######## block 1 ########
Fig. 1: block 1, met2 routing
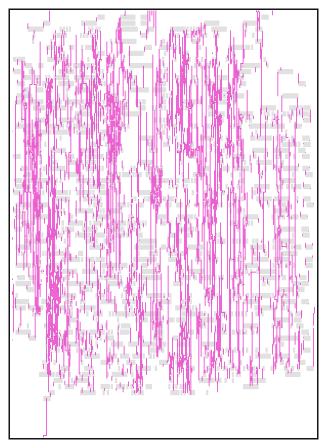

<file path="config.mk">
export PLATFORM = sky130hd
export DESIGN_NAME = mac_pe_v2
export DESIGN_NICKNAME = d
export VERILOG_FILES = /design/src/rtl/mac_pe_v2.sv
export SDC_FILE = /design/constraint.sdc
export NUM_CORES = 1
export LEC_CHECK = 0
export ABC_AREA = 1
export CELL_PAD_IN_SITES_DETAIL_PLACEMENT = 0
export CELL_PAD_IN_SITES_GLOBAL_PLACEMENT = 2
export CORE_ASPECT_RATIO = 1.4
export CORE_UTILIZATION = 33
export DETAILED_ROUTE_END_ITERATION = 7
export PLACE_DENSITY = 0.82
export REMOVE_ABC_BUFFERS = 1
export SETUP_SLACK_MARGIN = 0.2
export SLEW_MARGIN = 15
export SYNTH_ARGS = -nofsm -noshare
export SYNTH_HDL_FRONTEND = slang
export SYNTH_SLANG_ARGS = --single-unit
</file>
<file path="constraint.sdc">
create_clock -name clk -period 12.6 [get_ports clk]
set_input_delay 2.52 -clock clk [delete_from_list [all_inputs] [get_ports clk]]
set_output_delay 2.52 -clock clk [all_outputs]
set_load 0.02 [all_outputs]
</file>
<file path="src/rtl/mac_pe_v2.sv">
// Systolic MAC processing element: forwards operands, accumulates per tile, drains results down a chain.
// Latency: operand forward 1 cycle; own tile result visible on res_vld_out 2 cycles after its last beat.
// Backpressure: res_rdy_in stalls the output register; own result beats upstream; one held result, overflow sets err.
module mac_pe_v2 #(
    parameter int IN_W  = 8,
    parameter int ACC_W = 24,
    parameter int OUT_W = 16,
    parameter int SHIFT = 0
) (
    input  logic             clk,
    input  logic             clear,
    input  logic             sgn,
    input  logic [IN_W-1:0]  a_in,
    input  logic [IN_W-1:0]  b_in,
    input  logic             vld_in,
    input  logic             last_in,
    output logic [IN_W-1:0]  a_out,
    output logic [IN_W-1:0]  b_out,
    output logic             vld_out,
    output logic             last_out,
    input  logic [OUT_W-1:0] res_in,
    input  logic             res_vld_in,
    output logic             res_rdy_out,
    output logic [OUT_W-1:0] res_out,
    output logic             res_vld_out,
    input  logic             res_rdy_in,
    output logic             err
);

    localparam int PROD_W = 2 * IN_W;

    // Signed OUT_W limits expressed in ACC_W bits, plus the unsigned OUT_W ceiling.
    localparam logic [ACC_W-1:0] S_MAX = {{(ACC_W-OUT_W+1){1'b0}}, {(OUT_W-1){1'b1}}};
    localparam logic [ACC_W-1:0] S_MIN = {{(ACC_W-OUT_W+1){1'b1}}, {(OUT_W-1){1'b0}}};
    localparam logic [ACC_W-1:0] U_MAX = ACC_W'({OUT_W{1'b1}});

    // Accumulator limits for the two modes.
    localparam logic [ACC_W-1:0] ACC_S_MAX = {1'b0, {(ACC_W-1){1'b1}}};
    localparam logic [ACC_W-1:0] ACC_S_MIN = {1'b1, {(ACC_W-1){1'b0}}};
    localparam logic [ACC_W-1:0] ACC_U_MAX = {ACC_W{1'b1}};

    logic [ACC_W-1:0]  acc;
    logic [PROD_W-1:0] a_ext;
    logic [PROD_W-1:0] b_ext;
    logic [PROD_W-1:0] prod;
    logic [ACC_W:0]    prod_wide;
    logic [ACC_W:0]    acc_wide;
    logic [ACC_W:0]    sum_wide;
    logic [ACC_W-1:0]  acc_next;

    logic signed [ACC_W-1:0] acc_next_s;
    logic [ACC_W-1:0]  shifted;
    logic [OUT_W-1:0]  tile_res;

    logic [OUT_W-1:0]  hold;
    logic              own_pend;
    logic              beat_last;
    logic              free;
    logic              drain_own;

    // Operand extension to 2*IN_W: the low 2*IN_W bits of the product of the
    // extended operands equal the true signed or unsigned product.
    always_comb begin
        a_ext = sgn ? {{IN_W{a_in[IN_W-1]}}, a_in} : {{IN_W{1'b0}}, a_in};
        b_ext = sgn ? {{IN_W{b_in[IN_W-1]}}, b_in} : {{IN_W{1'b0}}, b_in};
        prod  = a_ext * b_ext;
    end

    // Accumulate in ACC_W+1 bits so both signed overflow and unsigned carry are visible.
    always_comb begin
        prod_wide = sgn ? {{(ACC_W+1-PROD_W){prod[PROD_W-1]}}, prod}
                        : {{(ACC_W+1-PROD_W){1'b0}}, prod};
        acc_wide  = sgn ? {acc[ACC_W-1], acc} : {1'b0, acc};
        sum_wide  = acc_wide + prod_wide;
        acc_next  = sum_wide[ACC_W-1:0];
        if (sgn) begin
            if (sum_wide[ACC_W] != sum_wide[ACC_W-1]) begin
                acc_next = sum_wide[ACC_W] ? ACC_S_MIN : ACC_S_MAX;
            end
        end else begin
            // Products are non-negative in unsigned mode, so only a carry can occur.
            if (sum_wide[ACC_W]) begin
                acc_next = ACC_U_MAX;
            end
        end
    end

    // Tile result: scale by SHIFT, then clamp into the OUT_W range of the mode.
    always_comb begin
        acc_next_s = $signed(acc_next);
        shifted    = sgn ? ACC_W'(acc_next_s >>> SHIFT) : (acc_next >> SHIFT);
        tile_res   = shifted[OUT_W-1:0];
        if (sgn) begin
            if ($signed(shifted) > $signed(S_MAX)) begin
                tile_res = S_MAX[OUT_W-1:0];
            end else if ($signed(shifted) < $signed(S_MIN)) begin
                tile_res = S_MIN[OUT_W-1:0];
            end
        end else begin
            if (shifted > U_MAX) begin
                tile_res = U_MAX[OUT_W-1:0];
            end
        end
    end

    // Drain handshake terms shared by the holding register and output register.
    always_comb begin
        beat_last   = vld_in && last_in;
        free        = !res_vld_out || res_rdy_in;
        drain_own   = free && own_pend;
        res_rdy_out = free && !own_pend;
    end

    // Operand/control forwarding to the neighbour, unconditionally one cycle late.
    always_ff @(posedge clk) begin
        if (clear) begin
            a_out    <= '0;
            b_out    <= '0;
            vld_out  <= 1'b0;
            last_out <= 1'b0;
        end else begin
            a_out    <= a_in;
            b_out    <= b_in;
            vld_out  <= vld_in;
            last_out <= last_in;
        end
    end

    // Accumulator: add on valid beats, restart from zero after the last beat of a tile.
    always_ff @(posedge clk) begin
        if (clear) begin
            acc <= '0;
        end else if (vld_in) begin
            acc <= last_in ? '0 : acc_next;
        end
    end

    // Own-result holding register. A second result arriving while the first
    // cannot leave this cycle is dropped and flagged; if the held one leaves
    // in the same cycle, the new one simply takes its place.
    always_ff @(posedge clk) begin
        if (clear) begin
            hold     <= '0;
            own_pend <= 1'b0;
            err      <= 1'b0;
        end else if (beat_last && own_pend && !drain_own) begin
            err <= 1'b1;
        end else if (beat_last) begin
            hold     <= tile_res;
            own_pend <= 1'b1;
        end else if (drain_own) begin
            own_pend <= 1'b0;
        end
    end

    // Output register: when free, take own result first, else upstream, else go empty.
    always_ff @(posedge clk) begin
        if (clear) begin
            res_out     <= '0;
            res_vld_out <= 1'b0;
        end else if (free) begin
            if (own_pend) begin
                res_out     <= hold;
                res_vld_out <= 1'b1;
            end else if (res_vld_in) begin
                res_out     <= res_in;
                res_vld_out <= 1'b1;
            end else begin
                res_vld_out <= 1'b0;
            end
        end
    end

endmodule
</file>
######## block 2 ########
<file path="config.mk">
export PLATFORM = sky130hd
export DESIGN_NAME = uart_bus
export DESIGN_NICKNAME = d
export VERILOG_FILES = /design/src/rtl/uart_bus.sv
export SDC_FILE = /design/constraint.sdc
export NUM_CORES = 1
export LEC_CHECK = 0
export CAP_MARGIN = 20
export CELL_PAD_IN_SITES_DETAIL_PLACEMENT = 0
export CELL_PAD_IN_SITES_GLOBAL_PLACEMENT = 1
export CORE_ASPECT_RATIO = 0.75
export CORE_MARGIN = 1
export CORE_UTILIZATION = 48
export DETAILED_ROUTE_END_ITERATION = 10
export PLACE_DENSITY = 0.94
export RECOVER_POWER = 100
export SLEW_MARGIN = 30
export SYNTH_ARGS = -nofsm -noshare
export SYNTH_HDL_FRONTEND = slang
export SYNTH_SLANG_ARGS = --single-unit
</file>
<file path="constraint.sdc">
create_clock -name clk_i -period 5.52 [get_ports clk_i]
set_clock_uncertainty 0.05 [all_clocks]
set_input_delay 1.104 -clock clk_i [delete_from_list [all_inputs] [get_ports clk_i]]
set_output_delay 1.104 -clock clk_i [all_outputs]
set_load 0.005 [all_outputs]
</file>
<file path="src/rtl/uart_bus.sv">
// UART-to-bus bridge: receives 8N1 command frames (0xA5 adr dat = write, 0x5A adr = read)
// and runs one strobe/ack bus cycle per frame, with ack timeout and error reporting.
module uart_bus #(
  parameter int CLKS_PER_BIT = 434,
  parameter int ACK_TIMEOUT  = 255
) (
  input  logic       clk_i,
  input  logic       rst_i,
  input  logic       rx_i,
  input  logic       ack_i,
  input  logic [7:0] dat_i,
  output logic       stb_o,
  output logic       we_o,
  output logic [7:0] adr_o,
  output logic [7:0] dat_o,
  output logic [7:0] rd_dat_o,
  output logic       rd_valid_o,
  output logic       err_o
);

  localparam logic [15:0] HALF_BIT = 16'(CLKS_PER_BIT / 2);
  localparam logic [15:0] FULL_BIT = 16'(CLKS_PER_BIT);
  localparam logic [15:0] ACK_LAST = 16'(ACK_TIMEOUT - 1);

  typedef enum logic [1:0] {R_IDLE, R_START, R_DATA, R_STOP} rx_state_t;
  typedef enum logic [1:0] {P_HDR, P_ADR, P_DAT, P_BUS} p_state_t;

  logic       rx_p0, rx_p1;
  rx_state_t  rx_state;
  logic [15:0] bit_cnt;
  logic [2:0] bit_idx;
  logic [7:0] rx_byte;
  logic       byte_valid, frame_err;
  logic       bit_tick;

  p_state_t   p_state;
  logic       is_wr;
  logic [15:0] ack_cnt;
  logic       ack_expire, overrun;

  // input synchronizer, idles high
  always_ff @(posedge clk_i or negedge rst_i) begin
    if (!rst_i) begin
      rx_p0 <= 1'b1;
      rx_p1 <= 1'b1;
    end else begin
      rx_p0 <= rx_i;
      rx_p1 <= rx_p0;
    end
  end

  assign bit_tick = (bit_cnt == 16'd1);

  always_ff @(posedge clk_i or negedge rst_i) begin
    if (!rst_i) begin
      rx_state   <= R_IDLE;
      bit_cnt    <= '0;
      bit_idx    <= '0;
      byte_valid <= 1'b0;
      frame_err  <= 1'b0;
    end else begin
      byte_valid <= 1'b0;
      frame_err  <= 1'b0;
      if (rx_state != R_IDLE && !bit_tick) bit_cnt <= bit_cnt - 16'd1;
      case (rx_state)
        R_IDLE: if (!rx_p1) begin
          rx_state <= R_START;
          bit_cnt  <= HALF_BIT;
        end
        R_START: if (bit_tick) begin
          // a line back high at mid-start is a glitch, not an error
          if (!rx_p1) begin
            rx_state <= R_DATA;
            bit_cnt  <= FULL_BIT;
            bit_idx  <= '0;
          end else begin
            rx_state <= R_IDLE;
          end
        end
        R_DATA: if (bit_tick) begin
          bit_cnt <= FULL_BIT;
          bit_idx <= bit_idx + 3'd1;
          if (bit_idx == 3'd7) rx_state <= R_STOP;
        end
        R_STOP: if (bit_tick) begin
          byte_valid <= rx_p1;
          frame_err  <= !rx_p1;
          rx_state   <= R_IDLE;
        end
        default: rx_state <= R_IDLE;
      endcase
    end
  end

  always_ff @(posedge clk_i) begin
    if (rx_state == R_DATA && bit_tick) rx_byte <= {rx_p1, rx_byte[7:1]};
  end

  assign ack_expire = (p_state == P_BUS) && !ack_i && (ack_cnt == ACK_LAST);
  assign overrun    = byte_valid && (p_state == P_BUS);

  // frame parser and bus master; error sources merge into one pulse
  always_ff @(posedge clk_i or negedge rst_i) begin
    if (!rst_i) begin
      p_state    <= P_HDR;
      is_wr      <= 1'b0;
      ack_cnt    <= '0;
      stb_o      <= 1'b0;
      we_o       <= 1'b0;
      adr_o      <= '0;
      dat_o      <= '0;
      rd_dat_o   <= '0;
      rd_valid_o <= 1'b0;
      err_o      <= 1'b0;
    end else begin
      rd_valid_o <= 1'b0;
      err_o      <= frame_err | ack_expire | overrun;
      case (p_state)
        P_HDR: if (byte_valid) begin
          if (rx_byte == 8'hA5) begin
            is_wr   <= 1'b1;
            p_state <= P_ADR;
          end else if (rx_byte == 8'h5A) begin
            is_wr   <= 1'b0;
            p_state <= P_ADR;
          end
        end
        P_ADR: if (byte_valid) begin
          adr_o <= rx_byte;
          if (is_wr) begin
            p_state <= P_DAT;
          end else begin
            stb_o   <= 1'b1;
            we_o    <= 1'b0;
            ack_cnt <= '0;
            p_state <= P_BUS;
          end
        end
        P_DAT: if (byte_valid) begin
          dat_o   <= rx_byte;
          stb_o   <= 1'b1;
          we_o    <= 1'b1;
          ack_cnt <= '0;
          p_state <= P_BUS;
        end
        P_BUS: begin
          // ack on the expiry edge takes priority over the timeout
          if (ack_i) begin
            stb_o   <= 1'b0;
            we_o    <= 1'b0;
            p_state <= P_HDR;
            if (!is_wr) begin
              rd_dat_o   <= dat_i;
              rd_valid_o <= 1'b1;
            end
          end else if (ack_expire) begin
            stb_o   <= 1'b0;
            we_o    <= 1'b0;
            p_state <= P_HDR;
          end else begin
            ack_cnt <= ack_cnt + 16'd1;
          end
        end
        default: p_state <= P_HDR;
      endcase
    end
  end

endmodule

</file>
######## block 3 ########
$ cat config.mk
export PLATFORM = sky130hd
export DESIGN_NAME = cp0
export DESIGN_NICKNAME = d
export VERILOG_FILES = /design/src/rtl/cp0.sv
export SDC_FILE = /design/constraint.sdc
export NUM_CORES = 2
export LEC_CHECK = 0
export ABC_AREA = 1
export CORE_UTILIZATION = 40
export DETAILED_ROUTE_END_ITERATION = 16
export GPL_ROUTABILITY_DRIVEN = 0
export GPL_TIMING_DRIVEN = 1
export PLACE_DENSITY_LB_ADDON = 0.3
export SKIP_LAST_GASP = 1
export SLEW_MARGIN = 0
export SYNTH_ARGS = -nofsm -noshare
export SYNTH_HDL_FRONTEND = slang
export SYNTH_SLANG_ARGS = --single-unit
$ cat constraint.sdc
create_clock -name clk -period 3.02 [get_ports clk]
set_input_delay 0.906 -clock clk [delete_from_list [all_inputs] [get_ports clk]]
set_output_delay 0.906 -clock clk [all_outputs]
set_load 0.005 [all_outputs]
$ cat src/rtl/cp0.sv
// cp0: MIPS coprocessor-0 register file.
// 32 x 32-bit registers live at select 0 only; selects 1..7 have no storage,
// read as zero and swallow writes. One register (EPC_IDX) also has a
// dedicated capture port for the exception PC, which wins over a general
// write to the same register. Reads are combinational and never bypass a
// write that is still waiting for its clock edge.
module cp0 #(
    parameter int unsigned EPC_IDX = 14
) (
    input  logic        clk,
    input  logic        clr,
    input  logic [4:0]  R_in,
    input  logic [4:0]  W_in,
    input  logic [31:0] Din,
    input  logic [31:0] EPC_in,
    input  logic        WE,
    input  logic        EPC_WE,
    input  logic [2:0]  sel,
    output logic [31:0] R_out,
    output logic [31:0] EPC_out
);

    localparam logic [4:0] EPC_SEL = 5'(EPC_IDX);

    logic [31:0] regs_q [32];
    logic [31:0] regs_d [32];

    // Next-state of the register file: general write first, EPC capture
    // last so it overrides a general write aimed at the same register.
    always_comb begin
        regs_d = regs_q;
        if (WE && (sel == 3'd0)) begin
            regs_d[W_in] = Din;
        end
        if (EPC_WE) begin
            regs_d[EPC_SEL] = EPC_in;
        end
    end

    // Register file state; clr clears everything and blocks both write ports.
    always_ff @(posedge clk) begin
        if (clr) begin
            for (int i = 0; i < 32; i++) begin
                regs_q[i] <= 32'h0;
            end
        end else begin
            regs_q <= regs_d;
        end
    end

    // Combinational read: only select 0 is backed by storage.
    assign R_out   = (sel == 3'd0) ? regs_q[R_in] : 32'h0;
    assign EPC_out = regs_q[EPC_SEL];

endmodule


==> screenshots <==
Where the registers sit.
image #1
Other sequential cells in the stronger gray, the rest of the logic in the fainter gray.
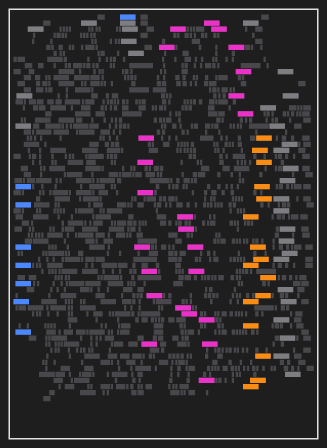
image #2
Other sequential cells in the stronger gray, the rest of the logic in the fainter gray.
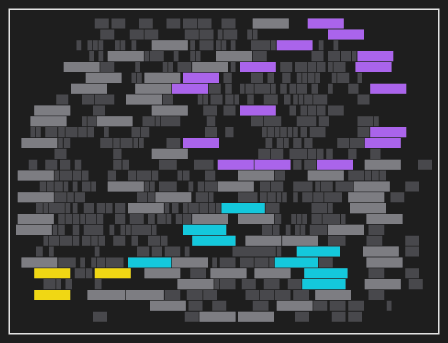
image #3
Other cells in gray.
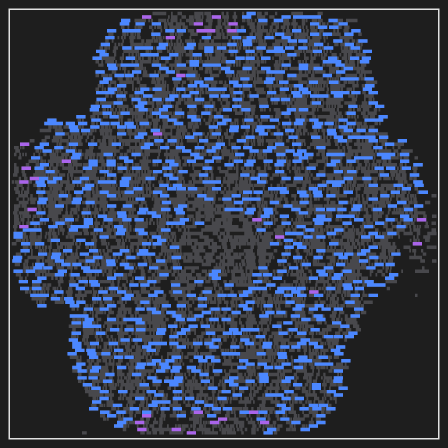
For block 3, see image #3.
For block 1, see image #1.
For block 2, see image #2.
The one with the fewest cells is image #2.

Key to image #3:
| color | name in the netlist | placed flops |
|---|---|---|
| blue | `regs_q` | 992 |
| purple | `EPC_out` | 32 |

Fig. 2: block 3, signal wires on met1
Supply wires on this layer in gray.
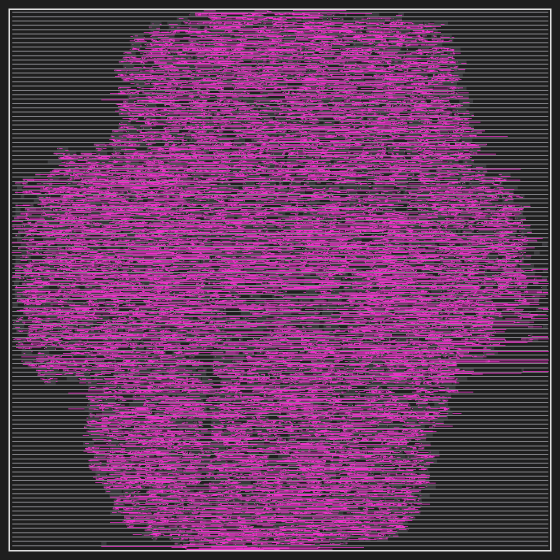
longest straight run: 131 um
share of all routed wire: 42%
nets with wire on the layer: 6,304
main direction: horizontal
wire length on this layer: 76.1 mm

==> deck_impl_summary.md, block 3 <==
Implementation Results

Run status
  • Outcome: finished with violations
  • Failing checks: negative setup slack

Drt
  • Vias/cell: 5.67
  • Drt first pass iters: 6
  • Final ANT Viol Nets: 0
  • Met1 Wirelength: 76,100 um
  • DRC violations left: 0

STA
  • Final worst setup slack: -0.319 ns
  • Rel. slew slack: a little under 60%
  • Setup violations, final: 32
  • TNS Setup: -7.68 ns
  • Slew @ Worst Pin: 0.622 ns
  • WHS: 0.461 ns
  • Pins Over Slew Limit: 0

Yosys
  • Largest area contributor in the netlist: dfxtp_1
  • Main area contributors: dfxtp_1 45%, nand2_1 13%, a211oi_1 12%
  • XOR-XNOR Cells, Area Fraction: 0%
  • Area leader share: 45.2%
  • Comb area leader: simple AND/OR/NAND/NOR gates
  • Avg Cell Area, Syn: 7.02 um2

Layout
  • Inverter count: 59
  • Comb. cell area: ~24,000 um2
  • Finished Layout Cells: between 8k and 9k
  • Buffering overhead: between 15 and 20%
  • Synthesis-to-layout area growth: 30.4%
  • Clock buffers: 176
  • Ant diodes: 1
  • Clock network area share: 6.04%
  • Most frequent cells in the layout: 1,400 x nand2_1, 1,249 x nor2_1, 1,024 x dfxtp_1
  • Flop Count: 1,024

Setup path
  • Critical path class: input pin to primary output
  • Critical path's largest stage delay: about 0.16 ns
  • Arrival time of the worst setup path: 2.43 ns
  • RR Endpoint: EPC_out[14]$_SDFFE_PP0P_
  • CP max stage cell: buf_16
  • CP Capture Type: primary output
  • Crit. path cell count: 15
  • Type of origin of the critical path: input pin

Floorplanning
  • Pre-Place Util: 40.3%
  • Row count: 123

Global routing
  • Global-route wire length before repair: between 200,000 and 300,000 um
  • Gr ovfl total: 0
  • Vias in the first global route: 42.5k
  • Met2 usage: 46.5%
  • Largest net degree at the start of global routing: ~110

Clock network
  • Cts hold-fix bufs: 0
  • CTS root buf: clkbuf_16
  • Clk buf depth: 3
  • Latency at later pin: 0.71 ns

Placed design
  • Post-Place Cells: between 7k and 8k
  • Setup WS pre-CTS: -1.01 ns

Hold path
  • Worst Min Path Start: regs_q[646]$_SDFFE_PP0P_
  • Hold endpoint: regs_q[646]$_SDFFE_PP0P_
  • Hold crit path type: register to register
-- block 3: Yosys cell counts --
cell / count
clkbuf_1: 478
nand3_2: 1
a21oi_1: 133
nand2_2: 3
nor2_2: 23
a211oi_1: 736
inv_2: 5
buf_2: 127
nand3_1: 696
nor3_1: 164
buf_4: 32
buf_1: 26
nor2_1: 1333
nand2_1: 1542
clkinv_1: 1
dfxtp_1: 1024
inv_1: 51
nor2_4: 1
o21ai_0: 81
-- block 3: state kept, by name, indices dropped and copies added, names as in the netlist --
signal and flops:
EPC_out 32, regs_q 992
Fig. 3: block 2, port wiring
Bar = 20 um.
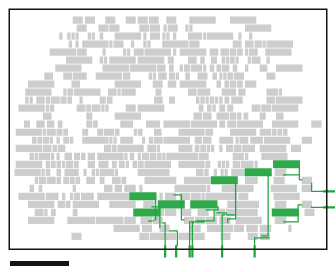
| color | port | direction | edge | end cells | buffers | wire |
|---|---|---|---|---|---|---|
| green | `adr_o` | output | 6 bottom, 2 right | 8 | 8 | 192 um |

==> deck_impl_summary.md, block 2 <==
Implementation Results

Run status
  • Outcome: finished with violations
  • Failing checks: max-capacitance violations, max-slew violations

Global routing
  • Antenna violations before repair: 0
  • Vias in the first global route: roughly 2.8k

Yosys
  • Cells after synthesis: 392
  • Main flop type after synthesis: dfrtp_1
  • Yosys cell count: 392
  • Synthesized flop and latch total: 80

Layout
  • Top cell category: registers
  • Clock network area share: between 4 and 5%
  • Highest-count logic cell in the final layout: dfrtp_1

Setup path
  • FF-to-FF Start: bit_cnt[12]$_DFF_PN0_
  • Critical path's largest stage delay: 0.69 ns
  • Termination of the worst setup path: bit_cnt[0]$_DFF_PN0_
  • Critical path class: register to register
  • Worst-path fanout max: 12
  • RR Endpoint: bit_cnt[0]$_DFF_PN0_
  • Buf/Inv on CP: 0
  • CP Data Required Time: 5.71 ns

Job
  • MaxCap Viol Count: 1

Hold path
  • Hold crit path type: register to register

Floorplanning
  • Die Area: 8680 um2
  • Io pins: 40

Drt
  • Vias/cell: 5.70

STA
  • Pins Over Slew Limit: 32
## block 2: per-layer routing
metal	GRT usage, %	routed length, um	part of all wire (%)	vias up
li1	-	-	-	1483
met1	28.2	3890	48	1498
met2	31.7	3750	47	76
met3	4.49	344	4.3	9
met4	6.30	69	0.86	0
met5	0	0	0	-
Fig. 4: block 1, port wiring
Bar = 50 um.
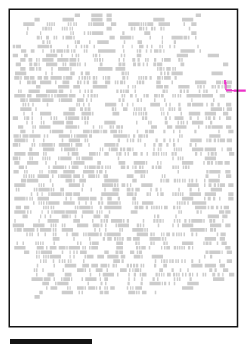
| color | port | direction | edge | end cells | buffers | wire |
|---|---|---|---|---|---|---|
| magenta | `res_rdy_in` | input | right | 1 | 1 | 14.4 um |

Notes on Fig. 1 above:
share of all routed wire: 53%
longest straight run: 102 um

==> deck_impl_summary.md, block 1 <==
Implementation Results

Run status
  • Outcome: finished clean

Floorplanning
  • Row count: 69
  • Die Area: 26,500 um2
  • Pre-Place Util: ~34%
  • DIE WIDTH: roughly 140 um
  • Core area: 25,400 um2

Drt
  • Routed vias: between 7k and 8k
  • Vias/cell: 4.51
  • Met2 WL: 11,200 um
  • DRC violations left: 0
  • Met3 wire length: 551 um
  • DR WL/cell: ~13 um
  • Met1 Wirelength: around 9000 um
  • Final WL: 21,000 um

Setup path
  • Critical path's largest stage delay: 0.68 ns
  • Critical path class: input pin to register
  • Cell mode on critical path: nand2_1
  • Crit path launch: b_in[2]
  • Arrival time of the worst setup path: 11.58 ns
  • Termination of the worst setup path: hold[4]$_SDFFE_PP0P_
  • FF-to-FF Start: acc[2]$_SDFFE_PP0P_
  • CP max stage cell: clkdlybuf4s50_1
  • CP Data Required Time: about 13 ns

STA
  • Setup Skew: 0.0106 ns
  • Final Hold Fails: 0
  • Max Fclk: 87.9 MHz

Layout
  • Net count, final: about 1.5k
  • Top cell category: logic gates
  • FF/Latch Area: between 1500 and 2000 um2
  • Most frequent cells in the layout: 328 x nand2_1, 294 x inv_1, 77 x dfxtp_1
  • Buffering overhead: 8.43%
  • Mi-comb count: around 830
  • Fraction of area in registers: 15.6%
  • Synthesis-to-layout area growth: 15.9%

Placed design
  • Placed cell areas: approximately 9500 um2
  • HPWL Detailed: 17,200 um
  • Setup WS pre-CTS: roughly 0.55 ns
  • Post-Place Cells: between 1.5k and 2k
  • PortBufs: 75

Clock network
  • H-tree lvl count: 3
  • Worst-path clk slew: 0.06 ns
  • Latency at later pin: 0.35 ns
  • CTS tree: built
  • CTS root buf: clkbuf_16
  • Total CTS buffers: 9
  • Post_cts resized: 0

Yosys
  • Avg Cell Area, Syn: roughly 6.8 um2
  • Cell Area, Synth: 8530 um2
  • Yosys cell count: 1,259
  • Distinct lib cells: 43
  • Ys Warns: 0

Job
  • Log Warnings: 25
## block 1: critical path, delay by kind of cell
kind                     cells  cell delay (ns)
adder cells (fa/ha/maj)      9             4.16
buffers and inverters        9             1.21
AND/OR/NAND/NOR             25             2.78
AND-OR/OR-AND                4             0.88
## block 1: registers in the layout, indices dropped and copies added (netlist names)
register,count
last_out,1
a_out,8
vld_out,1
b_out,8
own_pend,1
acc,24
res_vld_out,1
err,1
res_out,16
hold,16


==> gallery <==
Congestion heat map.
picture 1
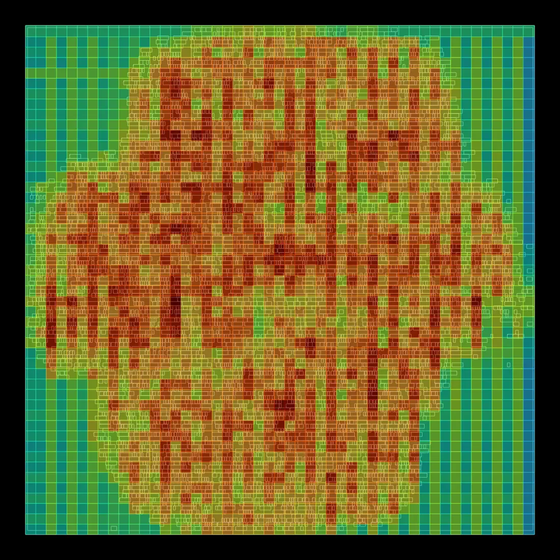
picture 2
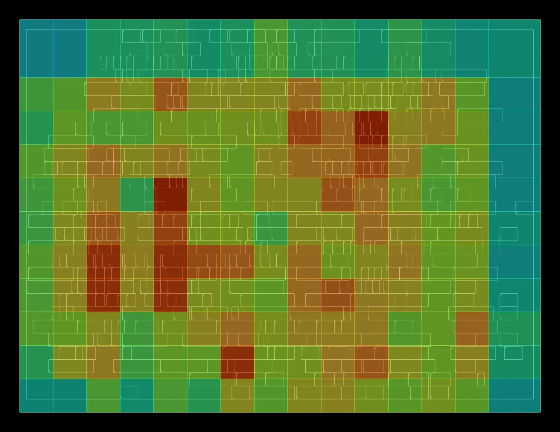
picture 3
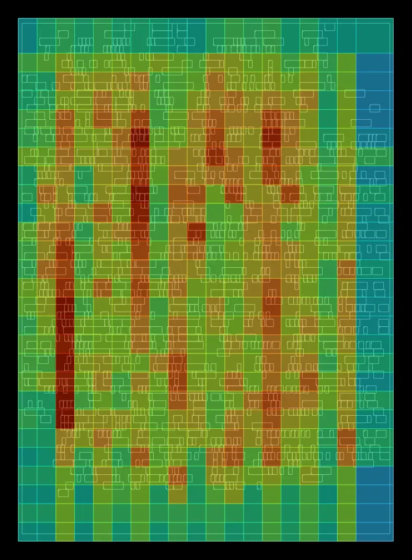
- picture 2 = block 2
- picture 1 = block 3
- picture 3 = block 1

